# ---- block 1 ----
==> block_1/congestion_map.png <==
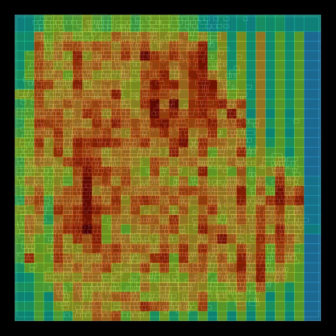
==> block_1/m1.png <==
The bar under the picture is 50 µm long. Supply wires on this layer in gray. Cells faint in the background.
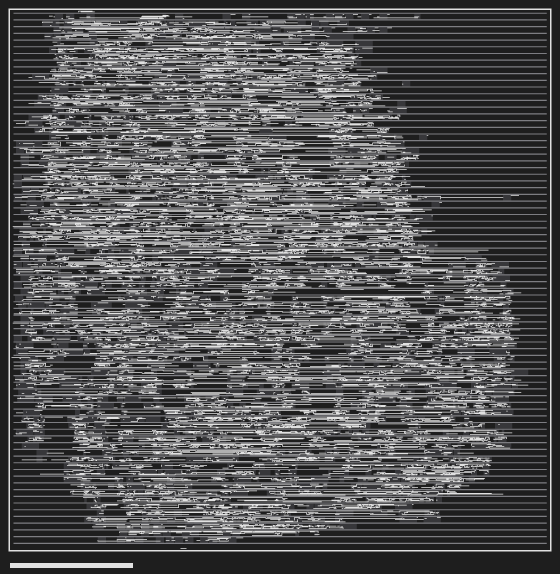
[src/rtl/execute_muldiv.sv]
// Iterative RV32M multiply/divide unit for the execute stage: one shift-add or
// restoring-divide step per cycle, with a registered single-cycle result pulse.
module execute_muldiv #(
   parameter int WIDTH = 32
) (
   input  logic             clk,
   input  logic             rst_n,
   input  logic             StartE,
   input  logic [2:0]       MulDivOpE,
   input  logic [WIDTH-1:0] SrcAE,
   input  logic [WIDTH-1:0] SrcBE,
   input  logic [4:0]       RdE,
   input  logic             FlushE,
   output logic             StallE,
   output logic             ValidM,
   output logic [WIDTH-1:0] ResultM,
   output logic [4:0]       RdM
);
   localparam int CW = $clog2(WIDTH);

   typedef enum logic [1:0] {IDLE, BUSY, DONE} state_t;

   state_t             state_q, state_d;
   logic [CW-1:0]      cnt_q, cnt_d;
   logic [2:0]         op_q, op_d;
   logic [4:0]         rd_q, rd_d;
   logic               sign_a_q, sign_a_d;
   logic               sign_b_q, sign_b_d;
   logic [2*WIDTH-1:0] acc_q, acc_d;
   logic [WIDTH-1:0]   bmag_q, bmag_d;
   logic [WIDTH-1:0]   result_q, result_d;
   logic [4:0]         rd_m_q, rd_m_d;
   logic               valid_q, valid_d;

   logic               a_signed, b_signed, neg_a, neg_b;
   logic [WIDTH-1:0]   mag_a, mag_b, special_res;
   logic               div_zero, div_ovf, accept;
   logic [WIDTH:0]     mul_sum, div_top, div_diff;
   logic               div_ge;
   logic [2*WIDTH-1:0] mul_next, div_next, step_next, prod_fix;
   logic [WIDTH-1:0]   quo_fix, rem_fix, final_res;

   assign StallE  = (StartE && !FlushE && state_q != BUSY) || (state_q == BUSY && !FlushE);
   assign ValidM  = valid_q;
   assign ResultM = result_q;
   assign RdM     = rd_m_q;

   always_comb begin
      a_signed = MulDivOpE[2] ? !MulDivOpE[0] : (MulDivOpE[1:0] == 2'b01 || MulDivOpE[1:0] == 2'b10);
      b_signed = MulDivOpE[2] ? !MulDivOpE[0] : (MulDivOpE[1:0] == 2'b01);
      neg_a    = a_signed && SrcAE[WIDTH-1];
      neg_b    = b_signed && SrcBE[WIDTH-1];
      mag_a    = neg_a ? -SrcAE : SrcAE;
      mag_b    = neg_b ? -SrcBE : SrcBE;
      div_zero = MulDivOpE[2] && (SrcBE == '0);
      div_ovf  = MulDivOpE[2] && !MulDivOpE[0] && (SrcAE == {1'b1, {(WIDTH-1){1'b0}}}) && (SrcBE == '1);
      if (div_zero) special_res = MulDivOpE[1] ? SrcAE : '1;
      else          special_res = MulDivOpE[1] ? '0 : SrcAE;
      accept = StartE && !FlushE && (state_q != BUSY);

      // Multiply: multiplier sits in the low half and shifts out as the product shifts in.
      mul_sum  = {1'b0, acc_q[2*WIDTH-1:WIDTH]} + (acc_q[0] ? {1'b0, bmag_q} : '0);
      mul_next = {mul_sum, acc_q[WIDTH-1:1]};

      // Divide: the shifted partial remainder needs WIDTH+1 bits before the compare.
      div_top  = acc_q[2*WIDTH-1:WIDTH-1];
      div_diff = div_top - {1'b0, bmag_q};
      div_ge   = !div_diff[WIDTH];
      div_next = {(div_ge ? div_diff[WIDTH-1:0] : div_top[WIDTH-1:0]), acc_q[WIDTH-2:0], div_ge};

      step_next = op_q[2] ? div_next : mul_next;
      prod_fix  = (sign_a_q ^ sign_b_q) ? -step_next : step_next;
      quo_fix   = (sign_a_q ^ sign_b_q) ? -step_next[WIDTH-1:0] : step_next[WIDTH-1:0];
      rem_fix   = sign_a_q ? -step_next[2*WIDTH-1:WIDTH] : step_next[2*WIDTH-1:WIDTH];
      if (!op_q[2]) final_res = (op_q[1:0] == 2'b00) ? prod_fix[WIDTH-1:0] : prod_fix[2*WIDTH-1:WIDTH];
      else          final_res = op_q[1] ? rem_fix : quo_fix;

      state_d  = state_q;
      cnt_d    = cnt_q;
      op_d     = op_q;
      rd_d     = rd_q;
      sign_a_d = sign_a_q;
      sign_b_d = sign_b_q;
      acc_d    = acc_q;
      bmag_d   = bmag_q;
      result_d = result_q;
      rd_m_d   = rd_m_q;
      valid_d  = 1'b0;

      case (state_q)
         IDLE, DONE: begin
            state_d = IDLE;
            if (accept) begin
               op_d     = MulDivOpE;
               rd_d     = RdE;
               sign_a_d = neg_a;
               sign_b_d = neg_b;
               bmag_d   = mag_b;
               acc_d    = {{WIDTH{1'b0}}, mag_a};
               cnt_d    = '0;
               if (div_zero || div_ovf) begin
                  result_d = special_res;
                  rd_m_d   = RdE;
                  valid_d  = 1'b1;
                  state_d  = DONE;
               end else begin
                  state_d = BUSY;
               end
            end
         end
         BUSY: begin
            if (FlushE) begin
               state_d = IDLE;
            end else begin
               acc_d = step_next;
               cnt_d = cnt_q + CW'(1);
               if (cnt_q == CW'(WIDTH-1)) begin
                  result_d = final_res;
                  rd_m_d   = rd_q;
                  valid_d  = 1'b1;
                  state_d  = DONE;
               end
            end
         end
         default: state_d = IDLE;
      endcase
   end

   always_ff @(posedge clk) begin
      if (!rst_n) begin
         state_q  <= IDLE;
         cnt_q    <= '0;
         op_q     <= '0;
         rd_q     <= '0;
         sign_a_q <= 1'b0;
         sign_b_q <= 1'b0;
         acc_q    <= '0;
         bmag_q   <= '0;
         result_q <= '0;
         rd_m_q   <= '0;
         valid_q  <= 1'b0;
      end else begin
         state_q  <= state_d;
         cnt_q    <= cnt_d;
         op_q     <= op_d;
         rd_q     <= rd_d;
         sign_a_q <= sign_a_d;
         sign_b_q <= sign_b_d;
         acc_q    <= acc_d;
         bmag_q   <= bmag_d;
         result_q <= result_d;
         rd_m_q   <= rd_m_d;
         valid_q  <= valid_d;
      end
   end
endmodule
[config.mk]
export PLATFORM = sky130hd
export DESIGN_NAME = execute_muldiv
export DESIGN_NICKNAME = d
export VERILOG_FILES = /design/src/rtl/execute_muldiv.sv
export SDC_FILE = /design/constraint.sdc
export NUM_CORES = 1
export LEC_CHECK = 0
export ABC_AREA = 0
export ABC_CLOCK_PERIOD_IN_PS = 4850
export CORE_UTILIZATION = 35
export CTS_BUF_LIST = sky130_fd_sc_hd__clkbuf_8
export DETAILED_ROUTE_END_ITERATION = 7
export GPL_TIMING_DRIVEN = 1
export SYNTH_ARGS = -nofsm -noshare
export SYNTH_HDL_FRONTEND = slang
export SYNTH_SLANG_ARGS = --single-unit
[constraint.sdc]
create_clock -name clk -period 4.85 [get_ports clk]
set_input_delay 0.7275 -clock clk [delete_from_list [all_inputs] [get_ports clk]]
set_output_delay 0.7275 -clock clk [all_outputs]
set_load 0.02 [all_outputs]
==> results.cfg <==
; implementation run metrics
[placement]
io_buffers = 114
dpl.cell_count = 3022
gp_congestion = 0.957

[final_layout]
mi_logic_area_mm2 = 0.0129
inverters = 74
stdcell_count = 3069
final_common_cell = nand2_1
synthToLayoutAreaGrowth_pct = 20.9

[drt]
drt_iter0_drc = 1685
drt.antenna.violating_nets = 0

[yosys]
adder_share = 0.0742
netlist_area_mm2 = 0.0165
ys_warn_count = 0
ys_sh_mux = 0.0310
syn_nets = 2440
top_area_frac = 0.184
simple_gate_share = 0.260

[sta]
setup_tns_ns = 0
finalCritPeriodShare = 0.978
finalClockSkew_ns = 0.0262
setup_viol_count_final = 0
max_freq_mhz = 211
whs_ns = 0.466

[critical_path]
arrival_ns = 5.23
crit_path_frequent_cell = a21oi_1
r2r-start = acc_q[44]
cpMaxStageDelayCell = or3b_4
cpPeakStageDelay_ns = 0.45

[clock_network]
ctsResizeCount = 2
clockBufferDepth = 2
holdBufCountCts = 0
cts-root-buf = clkbuf_8

[power_and_ir_drop]
p_per_area_mw_per_mm2 = 207

[min_path]
hold_depth = 2

[status]
outcome = finished clean

[die]
core_area_mm2 = 0.0465
die_w_um = 219

[grt]
grt_usage = 0.289
antenna_found_initial = 0
About block_1/congestion_map.png:
global route hottest layer: met2
grt met3 use: 0.0456

About block_1/m1.png:
main direction	horizontal
wire length on this layer	30.9 mm
nets with wire on the layer	2,462
longest straight run	54.3 µm
GR Util met1: 0.387
via count: 18,300
final wirelength: 69,400 µm


# ---- block 2 ----
<file path="src/rtl/mp_add_seq.sv">
// rtl/mp_add_seq.sv - multi-precision add/subtract sequencer over a single W-bit ripple-carry adder
//
// mp_add_seq_rca : W-bit ripple-carry adder, the only adder in the datapath.
//    i_a, i_b  in   W   addends
//    i_c       in   1   carry in
//    o_s       out  W   sum
//    o_c       out  1   carry out of bit W-1
//
// mp_add_seq : computes y = a + b or y = a - b over W*WORDS-bit operands,
//    one W-bit chunk per clock, LSB chunk first, carry registered between chunks.
//    clk          in   1        clock, rising edge
//    reset        in   1        synchronous reset, active-high
//    start_valid  in   1        command valid
//    start_ready  out  1        command ready (IDLE only)
//    sub          in   1        0: add, 1: subtract; sampled at accept
//    a, b         in   W*WORDS  operands, sampled at accept
//    res_valid    out  1        result valid (DONE only)
//    res_ready    in   1        consumer ready
//    y            out  W*WORDS  result modulo 2^(W*WORDS)
//    c_out        out  1        carry out of the MSB chunk (sub: 1 = no borrow)
//    ovf          out  1        two's-complement signed overflow

module mp_add_seq_rca #(
   parameter int W = 4
) (
   input  logic [W-1:0] i_a,
   input  logic [W-1:0] i_b,
   input  logic         i_c,
   output logic [W-1:0] o_s,
   output logic         o_c
);

   logic [W:0] w_c;

   assign w_c[0] = i_c;

   for (genvar g = 0; g < W; g++) begin : g_fa
      assign o_s[g]     = i_a[g] ^ i_b[g] ^ w_c[g];
      assign w_c[g + 1] = (i_a[g] & i_b[g]) | (w_c[g] & (i_a[g] ^ i_b[g]));
   end

   assign o_c = w_c[W];

endmodule

module mp_add_seq #(
   parameter int W     = 4,
   parameter int WORDS = 4
) (
   input  logic               clk,
   input  logic               reset,
   input  logic               start_valid,
   output logic               start_ready,
   input  logic               sub,
   input  logic [W*WORDS-1:0] a,
   input  logic [W*WORDS-1:0] b,
   output logic               res_valid,
   input  logic               res_ready,
   output logic [W*WORDS-1:0] y,
   output logic               c_out,
   output logic               ovf
);

   localparam int AW = W * WORDS;
   localparam int IW = (WORDS > 1) ? $clog2(WORDS) : 1;

   typedef enum logic [1:0] {
      S_IDLE = 2'd0,
      S_RUN  = 2'd1,
      S_DONE = 2'd2
   } state_t;

   state_t          r_state;
   state_t          w_next_state;

   logic [AW-1:0]   r_a;
   logic [AW-1:0]   r_b;        // b already inverted for subtraction
   logic            r_carry;
   logic [IW-1:0]   r_idx;
   logic [AW-1:0]   r_y;
   logic            r_c_out;
   logic            r_ovf;

   logic            w_accept;
   logic            w_last;
   logic [W-1:0]    w_a_chunk;
   logic [W-1:0]    w_b_chunk;
   logic [W-1:0]    w_sum;
   logic            w_cout;

   assign w_accept = start_valid && (r_state == S_IDLE);
   assign w_last   = (r_idx == IW'(WORDS - 1));

   // State register
   always_ff @(posedge clk) begin
      if (reset) begin
         r_state <= S_IDLE;
      end else begin
         r_state <= w_next_state;
      end
   end

   // Next-state logic
   always_comb begin
      w_next_state = r_state;
      case (r_state)
         S_IDLE: if (start_valid)  w_next_state = S_RUN;
         S_RUN:  if (w_last)       w_next_state = S_DONE;
         S_DONE: if (res_ready)    w_next_state = S_IDLE;
         default:                  w_next_state = S_IDLE;
      endcase
   end

   // Output logic: ready and valid are mutually exclusive by construction,
   // which gives the mandatory bubble between a result and the next command.
   always_comb begin
      start_ready = 1'b0;
      res_valid   = 1'b0;
      case (r_state)
         S_IDLE:  start_ready = 1'b1;
         S_DONE:  res_valid   = 1'b1;
         default: ;
      endcase
   end

   // Chunk select. Compared against constant indices so a non-power-of-two
   // WORDS never produces an out-of-range part-select.
   always_comb begin
      w_a_chunk = '0;
      w_b_chunk = '0;
      for (int k = 0; k < WORDS; k++) begin
         if (r_idx == IW'(k)) begin
            w_a_chunk = r_a[k*W +: W];
            w_b_chunk = r_b[k*W +: W];
         end
      end
   end

   mp_add_seq_rca #(
      .W (W)
   ) u_rca (
      .i_a (w_a_chunk),
      .i_b (w_b_chunk),
      .i_c (r_carry),
      .o_s (w_sum),
      .o_c (w_cout)
   );

   // Datapath. Subtraction is a + ~b + 1: the +1 enters as the initial carry.
   always_ff @(posedge clk) begin
      if (reset) begin
         r_a     <= '0;
         r_b     <= '0;
         r_carry <= 1'b0;
         r_idx   <= '0;
         r_y     <= '0;
         r_c_out <= 1'b0;
         r_ovf   <= 1'b0;
      end else begin
         case (r_state)
            S_IDLE: begin
               if (w_accept) begin
                  r_a     <= a;
                  r_b     <= sub ? ~b : b;
                  r_carry <= sub;
                  r_idx   <= '0;
               end
            end
            S_RUN: begin
               for (int k = 0; k < WORDS; k++) begin
                  if (r_idx == IW'(k)) begin
                     r_y[k*W +: W] <= w_sum;
                  end
               end
               r_carry <= w_cout;
               if (w_last) begin
                  r_idx   <= '0;
                  r_c_out <= w_cout;
                  // Operands of equal sign producing a result of the other sign
                  r_ovf   <= (r_a[AW-1] == r_b[AW-1]) && (w_sum[W-1] != r_a[AW-1]);
               end else begin
                  r_idx <= r_idx + 1'b1;
               end
            end
            default: ;
         endcase
      end
   end

   assign y     = r_y;
   assign c_out = r_c_out;
   assign ovf   = r_ovf;

endmodule
</file>
<file path="config.mk">
export PLATFORM = sky130hd
export DESIGN_NAME = mp_add_seq
export DESIGN_NICKNAME = d
export VERILOG_FILES = /design/src/rtl/mp_add_seq.sv
export SDC_FILE = /design/constraint.sdc
export NUM_CORES = 1
export LEC_CHECK = 0
export CORE_MARGIN = 1
export CORE_UTILIZATION = 30
export CTS_CLUSTER_DIAMETER = 120
export DETAILED_ROUTE_END_ITERATION = 16
export HOLD_SLACK_MARGIN = 0.08
export PLACE_DENSITY_LB_ADDON = 0.08
export SYNTH_ARGS = -nofsm -noshare
export SYNTH_HDL_FRONTEND = slang
export SYNTH_SLANG_ARGS = --single-unit
</file>
<file path="constraint.sdc">
create_clock -name clk -period 4.2 [get_ports clk]
set_input_delay 0.63 -clock clk [delete_from_list [all_inputs] [get_ports clk]]
set_output_delay 0.63 -clock clk [all_outputs]
set_load 0.02 [all_outputs]
</file>
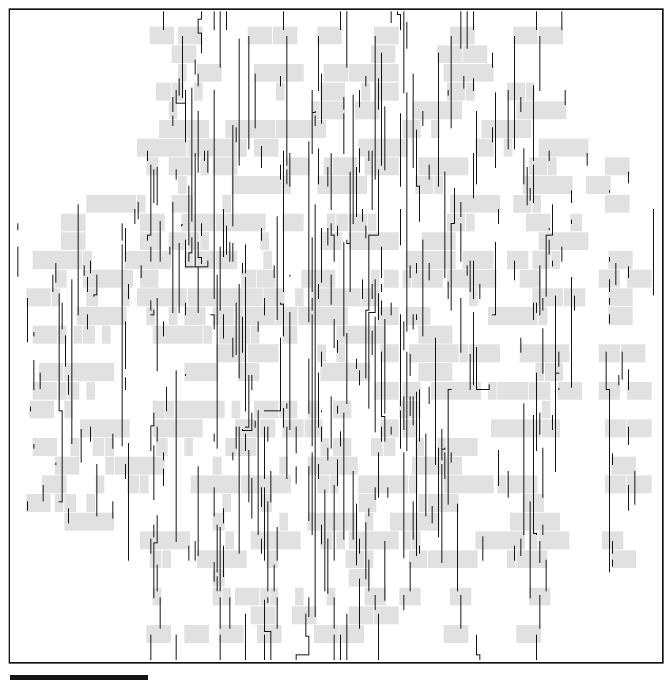
(block_2/m2.png)
The bar under the picture is 20 µm long. Cells faint in the background.
wire length on this layer	2,600 µm
share of all routed wire	44%
met2 global-route usage: 0.209
via count: 2,029
final wirelength: 5940 µm

==> results.cfg <==
; implementation run metrics
[clock_network]
htreeDepth = 2
ctsResizeCount = 0
holdBufCountCts = 0

[yosys]
netlist_area_mm2 = 0.00258
adder_share = 0.0503
ff_type = dfxtp_1

[power_and_ir_drop]
pwr-share-clk = 0.315
p_per_area_mw_per_mm2 = 350
vdd_ir_drop_max_mv = 0.141

[final_layout]
final-seq-area_mm2 = 0.00110
sh_seq_area = 0.336

[grt]
grt_pass1_wl_um = 9710
grt_use_met3 = 0.0290

[sta]
finalClockSkew_ns = 0.00779
max_freq_mhz = 273

[critical_path]
cpMaxStageDelayCell = fa_1
r2r-start = r_idx[1]
r2r-end = ovf
cp-startpoint = r_idx[1]

[drt]
wl_per_cell_um = 13.7
wl_met3_um = 240

[status]
outcome = finished clean

[min_path]
hold_depth = 2

[placement]
dp_hpwl_um = 4100

[die]
rows = 33
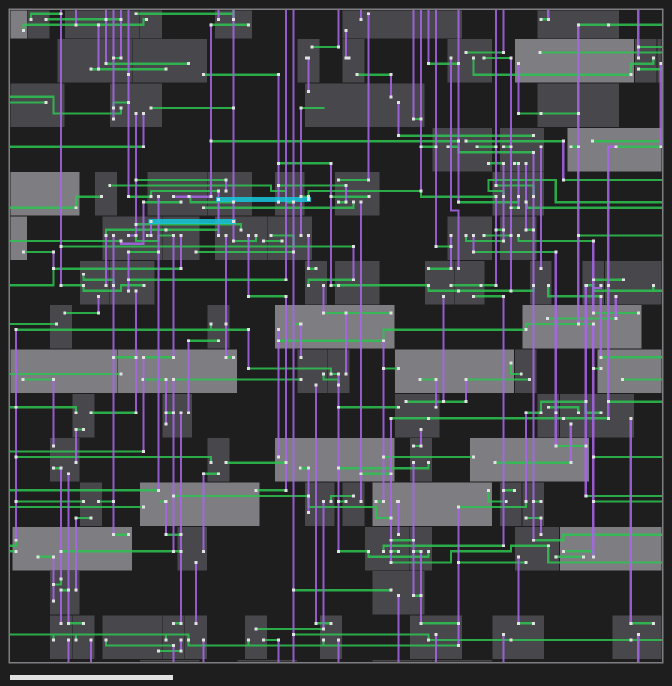
(block_2/closeup.png)
The bar under the picture is 10 µm long. Window x 27 to 67, y 8 to 48 µm. Cells in gray, sequential cells in the stronger gray; small squares are vias.
color	layer
green	M1
cyan	M3
purple	M2
most frequent	dfxtp_1 (15), nand2_1 (14), a21oi_1 (10)
netlist names of flops here include	`r_b` (8), `r_a` (7)
sequential cells in the window	15
cells with their middle in the window	88



## Gallery

Drive-strength map.
Plate I
The bar under the picture is 50 µm long.
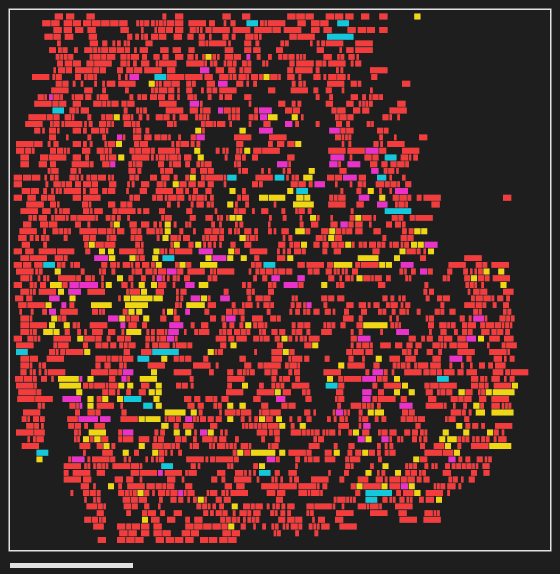
Plate II
The bar under the picture is 20 µm long.
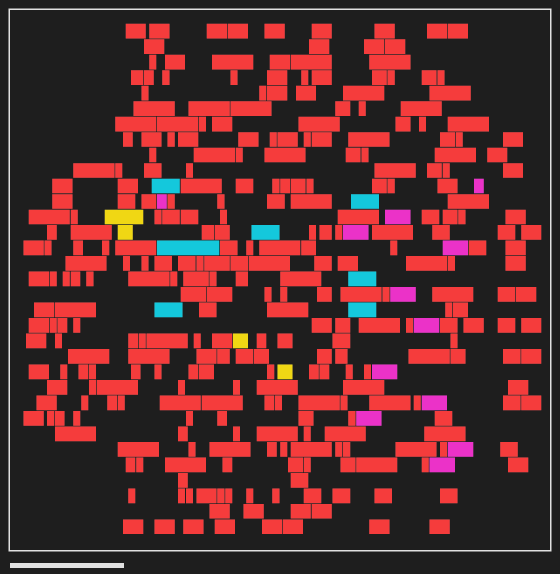
- largest die: Plate I
Plate II: block 2
Plate I: block 1

Power and IR drop assume default switching activity.
